=== block 1 ===
Block 1, local utilization:
13 x 13 tiles, from white (low) to dark blue (high), 0 to 100% covered.
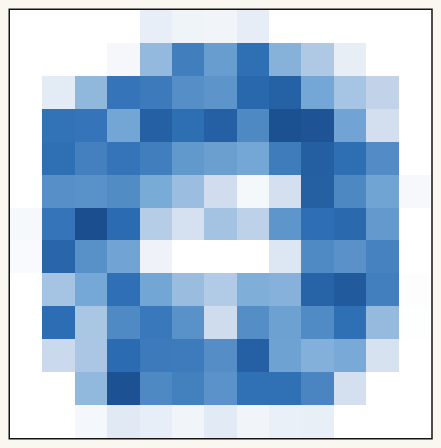

**config.mk**
```make
export PLATFORM = sky130hd
export DESIGN_NAME = addsub_pipe
export DESIGN_NICKNAME = d
export VERILOG_FILES = /design/src/rtl/addsub_pipe.sv
export SDC_FILE = /design/constraint.sdc
export NUM_CORES = 1
export LEC_CHECK = 0
export ABC_CLOCK_PERIOD_IN_PS = 9100
export CAP_MARGIN = 10
export CORE_AREA = 8 8 118 120
export DETAILED_ROUTE_END_ITERATION = 8
export DIE_AREA = 0 0 126 128
export PLACE_DENSITY = 0.74
export REMOVE_ABC_BUFFERS = 1
export SETUP_SLACK_MARGIN = 0.15
export SLEW_MARGIN = 5
export SYNTH_ARGS = -nofsm -noshare
export SYNTH_HDL_FRONTEND = slang
export SYNTH_SLANG_ARGS = --single-unit
```
**constraint.sdc**
```tcl
create_clock -name clk_i -period 9.1 [get_ports clk_i]
set_clock_uncertainty 0.15 [all_clocks]
set_input_delay 1.82 -clock clk_i [delete_from_list [all_inputs] [get_ports clk_i]]
set_output_delay 1.82 -clock clk_i [all_outputs]
set_load 0.005 [all_outputs]
```
**src/rtl/addsub_pipe.sv**
```systemverilog
// rtl/addsub_pipe.sv - pipelined carry-lookahead adder/subtractor with valid/ready handshake
// Each stage owns a contiguous group of lookahead slices; carry and lower sum bits ride the stage registers.
module addsub_pipe #(
  parameter int WIDTH  = 32,
  parameter int CHUNK  = 4,
  parameter int STAGES = 2
) (
  input  logic             clk_i,
  input  logic             rst_i,
  input  logic             valid_i,
  output logic             ready_o,
  input  logic [WIDTH-1:0] a_i,
  input  logic [WIDTH-1:0] b_i,
  input  logic             sub_i,
  input  logic             carry_i,
  output logic             valid_o,
  input  logic             ready_i,
  output logic [WIDTH-1:0] sum_o,
  output logic             carry_o,
  output logic             overflow_o,
  output logic             zero_o,
  output logic             negative_o
);

  localparam int NSLICE = (CHUNK > 0) ? WIDTH / CHUNK : 1;
  localparam int SPS    = (STAGES > 0) ? NSLICE / STAGES : 1;
  localparam int LAST   = STAGES - 1;

  if (CHUNK < 1 || WIDTH < CHUNK || (WIDTH % CHUNK) != 0 || STAGES < 1 ||
      STAGES > NSLICE || (NSLICE % ((STAGES > 0) ? STAGES : 1)) != 0) begin : g_param_check
    $error("addsub_pipe: WIDTH must be a multiple of CHUNK and WIDTH/CHUNK a multiple of STAGES");
  end

  // Returns {carry out, carry into top bit, sum} using two-level generate/propagate lookahead.
  function automatic logic [CHUNK+1:0] cla_slice(input logic [CHUNK-1:0] a,
                                                 input logic [CHUNK-1:0] b,
                                                 input logic             cin);
    logic [CHUNK-1:0] g;
    logic [CHUNK-1:0] p;
    logic [CHUNK:0]   c;
    logic             acc;
    logic             pp;
    g    = a & b;
    p    = a ^ b;
    c    = '0;
    c[0] = cin;
    for (int i = 0; i < CHUNK; i++) begin
      acc = g[i];
      pp  = p[i];
      for (int j = i - 1; j >= 0; j--) begin
        acc = acc | (pp & g[j]);
        pp  = pp & p[j];
      end
      c[i+1] = acc | (pp & cin);
    end
    return {c[CHUNK], c[CHUNK-1], p ^ c[CHUNK-1:0]};
  endfunction

  logic [WIDTH-1:0]  a_q [STAGES];
  logic [WIDTH-1:0]  b_q [STAGES];
  logic [WIDTH-1:0]  s_q [STAGES];
  logic [WIDTH-1:0]  a_d [STAGES];
  logic [WIDTH-1:0]  b_d [STAGES];
  logic [WIDTH-1:0]  s_d [STAGES];
  logic [STAGES-1:0] v_q, v_d;
  logic [STAGES-1:0] c_q, c_d;
  logic              ov_q, ov_d;
  logic              z_q, z_d;
  logic              adv;

  assign adv = !v_q[LAST] || ready_i;

  always_comb begin
    logic [WIDTH-1:0] a_in;
    logic [WIDTH-1:0] b_in;
    logic [WIDTH-1:0] s_in;
    logic             c;
    logic             cm;
    logic             v_in;
    logic [CHUNK+1:0] r;
    a_in = a_i;
    b_in = sub_i ? ~b_i : b_i;
    s_in = '0;
    c    = carry_i;
    v_in = valid_i;
    cm   = 1'b0;
    r    = '0;
    for (int k = 0; k < STAGES; k++) begin
      for (int m = 0; m < SPS; m++) begin
        r = cla_slice(a_in[(k*SPS+m)*CHUNK +: CHUNK], b_in[(k*SPS+m)*CHUNK +: CHUNK], c);
        s_in[(k*SPS+m)*CHUNK +: CHUNK] = r[CHUNK-1:0];
        cm = r[CHUNK];
        c  = r[CHUNK+1];
      end
      a_d[k] = a_in;
      b_d[k] = b_in;
      s_d[k] = s_in;
      c_d[k] = c;
      v_d[k] = v_in;
      a_in = a_q[k];
      b_in = b_q[k];
      s_in = s_q[k];
      c    = c_q[k];
      v_in = v_q[k];
    end
    // cm is left holding the carry into the MSB from the final slice of the last stage.
    ov_d = cm ^ c_d[LAST];
    z_d  = ~|s_d[LAST];
  end

  always_ff @(posedge clk_i or posedge rst_i) begin
    if (rst_i) begin
      v_q  <= '0;
      c_q  <= '0;
      ov_q <= 1'b0;
      z_q  <= 1'b0;
      for (int k = 0; k < STAGES; k++) begin
        a_q[k] <= '0;
        b_q[k] <= '0;
        s_q[k] <= '0;
      end
    end else if (adv) begin
      v_q  <= v_d;
      c_q  <= c_d;
      ov_q <= ov_d;
      z_q  <= z_d;
      for (int k = 0; k < STAGES; k++) begin
        a_q[k] <= a_d[k];
        b_q[k] <= b_d[k];
        s_q[k] <= s_d[k];
      end
    end
  end

  assign ready_o    = adv;
  assign valid_o    = v_q[LAST];
  assign sum_o      = s_q[LAST];
  assign carry_o    = c_q[LAST];
  assign overflow_o = ov_q;
  assign zero_o     = z_q;
  assign negative_o = s_q[LAST][WIDTH-1];

endmodule

```
=== block 2 ===
### src/rtl/fetch_unit.sv
// Instruction-fetch stage: holds the PC, runs a req/ack read to instruction memory,
// latches the returned word and commits the sequential or branch-target PC on write-back.
module fetch_unit #(
  parameter int                  PC_WIDTH    = 64,
  parameter int                  INSTR_WIDTH = 32,
  parameter logic [PC_WIDTH-1:0] RESET_PC    = '0
) (
  input  logic                   clk,
  input  logic                   reset,
  input  logic                   enable,
  input  logic                   fetch_start,
  input  logic                   pc_update,
  input  logic                   branch,
  input  logic                   zero,
  input  logic [PC_WIDTH-1:0]    branch_offset,
  output logic                   imem_req,
  output logic [PC_WIDTH-1:0]    imem_addr,
  input  logic                   imem_ack,
  input  logic [INSTR_WIDTH-1:0] imem_rdata,
  output logic [PC_WIDTH-1:0]    pc,
  output logic [INSTR_WIDTH-1:0] instruction,
  output logic                   instr_valid,
  output logic                   busy,
  output logic                   misaligned,
  output logic [31:0]            retired
);

  typedef enum logic [1:0] {IDLE, REQ, VALID, HALT} state_t;
  state_t state;

  logic [PC_WIDTH-1:0] next_pc;

  // Offset add wraps modulo 2^PC_WIDTH by construction.
  assign next_pc   = (branch & zero) ? pc + branch_offset : pc + PC_WIDTH'(4);
  assign imem_addr = pc;

  always_ff @(posedge clk) begin
    if (reset) begin
      state       <= IDLE;
      pc          <= RESET_PC;
      instruction <= '0;
      instr_valid <= 1'b0;
      imem_req    <= 1'b0;
      busy        <= 1'b0;
      misaligned  <= 1'b0;
      retired     <= '0;
    end else if (enable) begin
      case (state)
        IDLE: if (fetch_start) begin
          state    <= REQ;
          imem_req <= 1'b1;
          busy     <= 1'b1;
        end
        REQ: if (imem_ack) begin
          state       <= VALID;
          instruction <= imem_rdata;
          instr_valid <= 1'b1;
          imem_req    <= 1'b0;
          busy        <= 1'b0;
        end
        VALID: if (pc_update) begin
          instr_valid <= 1'b0;
          if (next_pc[1:0] == 2'b00) begin
            state   <= IDLE;
            pc      <= next_pc;
            retired <= retired + 32'd1;
          end else begin
            // Unaligned target: keep the old pc and park until reset.
            state      <= HALT;
            misaligned <= 1'b1;
          end
        end
        HALT: state <= HALT;
        default: state <= IDLE;
      endcase
    end
  end

endmodule

### config.mk
export PLATFORM = sky130hd
export DESIGN_NAME = fetch_unit
export DESIGN_NICKNAME = d
export VERILOG_FILES = /design/src/rtl/fetch_unit.sv
export SDC_FILE = /design/constraint.sdc
export NUM_CORES = 1
export LEC_CHECK = 0
export CORE_MARGIN = 5
export CORE_UTILIZATION = 50
export DETAILED_ROUTE_END_ITERATION = 10
export PLACE_DENSITY_LB_ADDON = 0.1
export SYNTH_ARGS = -nofsm -noshare
export SYNTH_HDL_FRONTEND = slang
export SYNTH_SLANG_ARGS = --single-unit
### constraint.sdc
create_clock -name clk -period 4.1 [get_ports clk]
set_input_delay 1.025 -clock clk [delete_from_list [all_inputs] [get_ports clk]]
set_output_delay 1.025 -clock clk [all_outputs]
set_load 0.01 [all_outputs]
Block 1, placed standard cells:
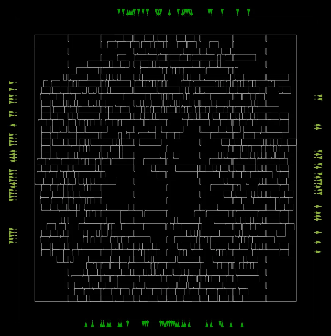
Rows: 41
post-layout util: 51.8%

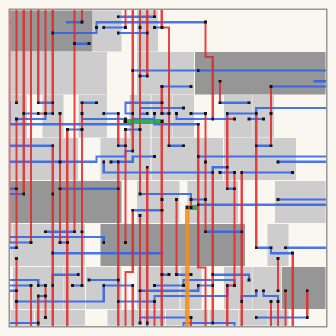
Block 1: close-up of the layout
Window x 84 to 104, y 86 to 106 microns. Cells in gray, sequential cells in the stronger gray; small squares are vias.
legend:
  metal 4:
    color: orange
  metal 2:
    color: red
  metal 1:
    color: blue
  metal 3:
    color: green
netlist names of flops here include: a_d (2), b_d (2)
cells with their middle in the window: 31
sequential cells in the window: 4
most frequent: nand2_1 (8), dfrtp_1 (4)

## Picture notes: 'local utilization' of block 1
tiles over 75% full: 11%
nearly empty tiles: 24%
fullest tile: 88%
mean over tiles: 38%
Pre-Place Util: 39.4%
Core Footprint: 0.0122 sq mm

==> flow_summary_export.csv, block 1 <==
group,metric,value,unit
global_route,grt_use_met3,3.58,%
place,place_congestion,0.807,
finish,clockBufferCount,10,
finish,final_cells,777,
clocking,post-cts-setup-buffers,0,
clocking,path_clk_slew,0.06,ns
sta,fin_tns_setup,0,ns
floorplan,die_x,126,microns
place,hpwl,8.30,mm
routing,wl_per_cell,14.5,microns
pwr,pg_comb,531,uW
pwr,combPwrFrac,35.8,%
global_route,antenna_found_initial,0,
pwr,power_switching,467,uW
pwr,power.density,235,mW/mm^2
sta,tightest_slew,1.08,ns
routing,drt-met1-wl,4.78,mm
worst_setup_path,crit_type,"in -> out",
place,placed_area,0.00599,sq mm
synth,ys_sh_adder,11.7,%
finish,final_area,0.00632,sq mm
routing,wl,11.2,mm
job,warning_count,25,
synth,yosys.area.top_type,"dfrtp_1",
finish,lay_top_count,"nand2_1",
routing,drt_pass1_iterations,4,
place,dp_cells,761,
finish,num-multi-input-gates,394,
routing,met2_length,5.78,mm
sta,slew_violations,0,
clocking,cts_tree,"built",
finish,seq_area_share,34.1,%
finish,num_antenna_cells,0,
job,maxCapViolations,0,
worst_setup_path,r2r-start,"a_d[16]",
sta,hold_viol,0,
worst_setup_path,path_buffers,5,
finish,drive_above_1_share,4.94,%
finish,lay_top_cells,"nand2_1, clkdlybuf4s50_1, dfrtp_1, nor2_1, o21ai_0",
clocking,htree_levels,3,
finish,regArea,0.00215,sq mm
status,status,"complete, no violations",
synth,synth.top_cell.area_share,44.7,%
clocking,worstSkewPairLatency,0.33,ns
worst_setup_path,critPathTopFamily,"buffers and inverters",
sta,worst_slack,2.97,ns
global_route,grt_pass1_vias,4017,
synth,synth-area-yosys,0.00481,sq mm
[block 1: worst max path at each step]
stage	start	to	slack, ns	cells past startpoint
after floorplan	ready_i	ready_o	0.09	2
after global placement	ready_i	ready_o	2.97	6
after detailed placement	ready_i	ready_o	2.94	6
after CTS	ready_i	ready_o	2.95	6
after global routing	ready_i	ready_o	2.81	6
final	ready_i	ready_o	2.97	6
[block 1: registers in the layout, summed over array words and instances (netlist names)]
name,cells
a_d,16
b_d,16
c_q,2
overflow_o,1
s_d,16
sum_o,32
v_q,2
zero_o,1
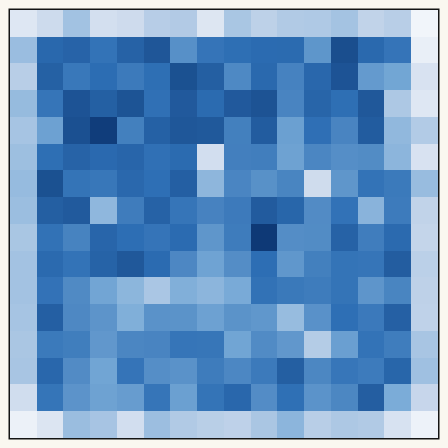
Block 2: local utilization
16 x 16 tiles, from white (low) to dark blue (high), 0 to 100% covered.
tiles over 75% full: 24%
fullest tile: 96%
mean over tiles: 59%
Pre-Place Util: 50.7%
post-layout util: 69.9%
Core Footprint: 0.0218 sq mm

==> flow_summary_export.csv, block 2 <==
group,metric,value,unit
synth,syn_inst,1536,
pwr,combPwrFrac,13.7,%
sta,period_needed,3.94,ns
worst_setup_path,cp_cell_sequence,"clkdlybuf4s50_1 > ha_1 > fa_1 > a211oi_1 > o21ai_0 > nand4bb_1 > a311oi_2 > nor4_4 > nor3_2 > o31a_1 > or3_1 > a31oi_1",
synth,syn_nets,1706,
floorplan,chipHeight,159,microns
routing,wl_met3,3.03,mm
sta,slew_headroom,41.9,%
routing,drtIter0Drc,1060,
routing,met2_length,18.7,mm
routing,routed_via_density,5.99,
global_route,met1_usage,40.0,%
finish,drive_above_1_share,10.7,%
worst_setup_path,cp_num_cells,12,
finish,clockBufferCount,17,
sta,fin_tns_setup,0,ns
place,hpwl,30.0,mm
finish,num_antenna_cells,0,
status,status,"complete, no violations",
worst_hold_path,hold_depth,2,
pwr,intPower,2.40,mW
finish,comb_share,49.0,%
place,placed_area,0.0146,sq mm
pwr,power.density,220,mW/mm^2
clocking,path_clk_slew,0.07,ns
synth,enable_flop_cells,0,
clocking,post-cts-setup-buffers,0,
global_route,antenna_found_initial,0,
sta,slew_violations,0,
place,dp_cells,2096,
synth,synth_seq_share,24.1,%
floorplan,ioPinCount,300,
finish,nets,2005,
pwr,swShare,28.5,%
routing,wl,39.3,mm
synth,ys_sh_aoi,28.6,%
job,maxCapViolations,0,
pwr,power.group.top,"the clock network",
synth,yosys_cells,1536,
clocking,cts-resized-gates,0,
finish,clkCellAreaFrac,3.84,%
routing,drt_pass1_iterations,6,
[block 2: worst register-to-register path: cells and delay by family, from the launching register on]
| family | cells | cell delay, ns |
|---|---|---|
| DFF | 1 | 0.47 |
| buffers and inverters | 2 | 0.39 |
| xor gates and xnor gates | 1 | 0.23 |
| adders and majority gates | 1 | 0.33 |
| AOI/OAI and AO/OA | 8 | 1.79 |
[block 2: registers in the layout, summed over array words and instances (netlist names)]
register / cells
busy: 1
misaligned: 1
state: 2
instruction: 32
retired: 32
imem_addr: 64
instr_valid: 1

==> notes/layouts.md <==
Pictures saved along the way, in no particular order.

Sizing map.
Plate I
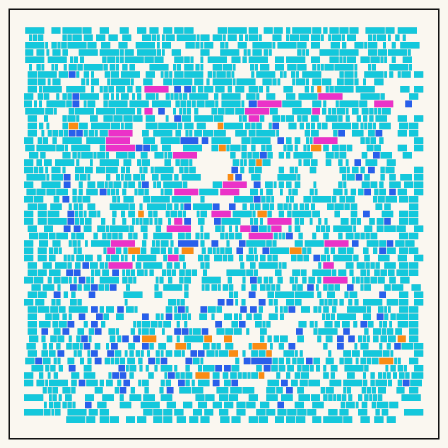
Plate II
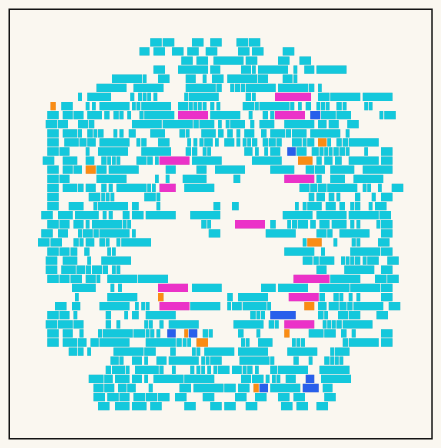
Plate I -> block 2
Plate II -> block 1

Key to Plate II:
legend:
  _3 and _4 cells:
    color: blue
    cells: 8
    most_used: buf_4
  _0 and _1 cells:
    color: cyan
    cells: 596
    most_used: nand2_1
  _2 cells:
    color: orange
    cells: 11
    most_used: clkinv_2
  _6 and larger:
    color: magenta
    cells: 12
    most_used: clkbuf_16



==> layout pictures side by side <==
I/O pins on the die edge.
Scale bar: 50 microns. Pins as bars across the die edge, other pins in gray.
image #1
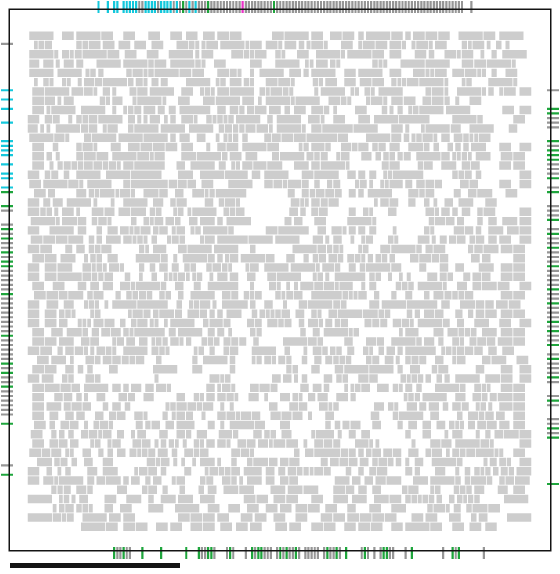
image #2
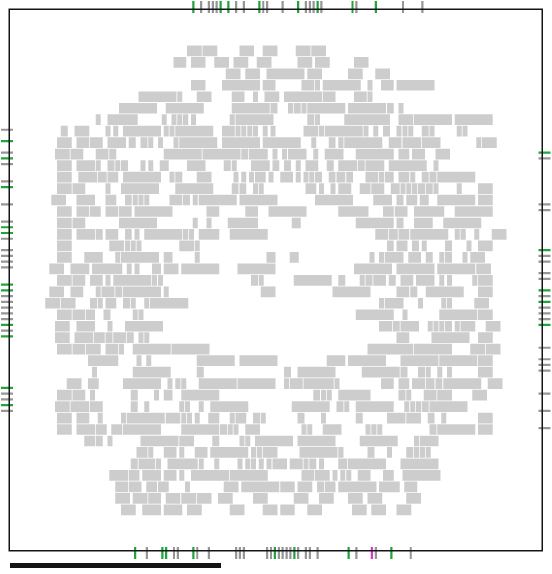
image #1 -> block 2
image #2 -> block 1
The one with the largest die is image #1.
The one with the most pins is image #1.

Power and IR drop assume default switching activity.
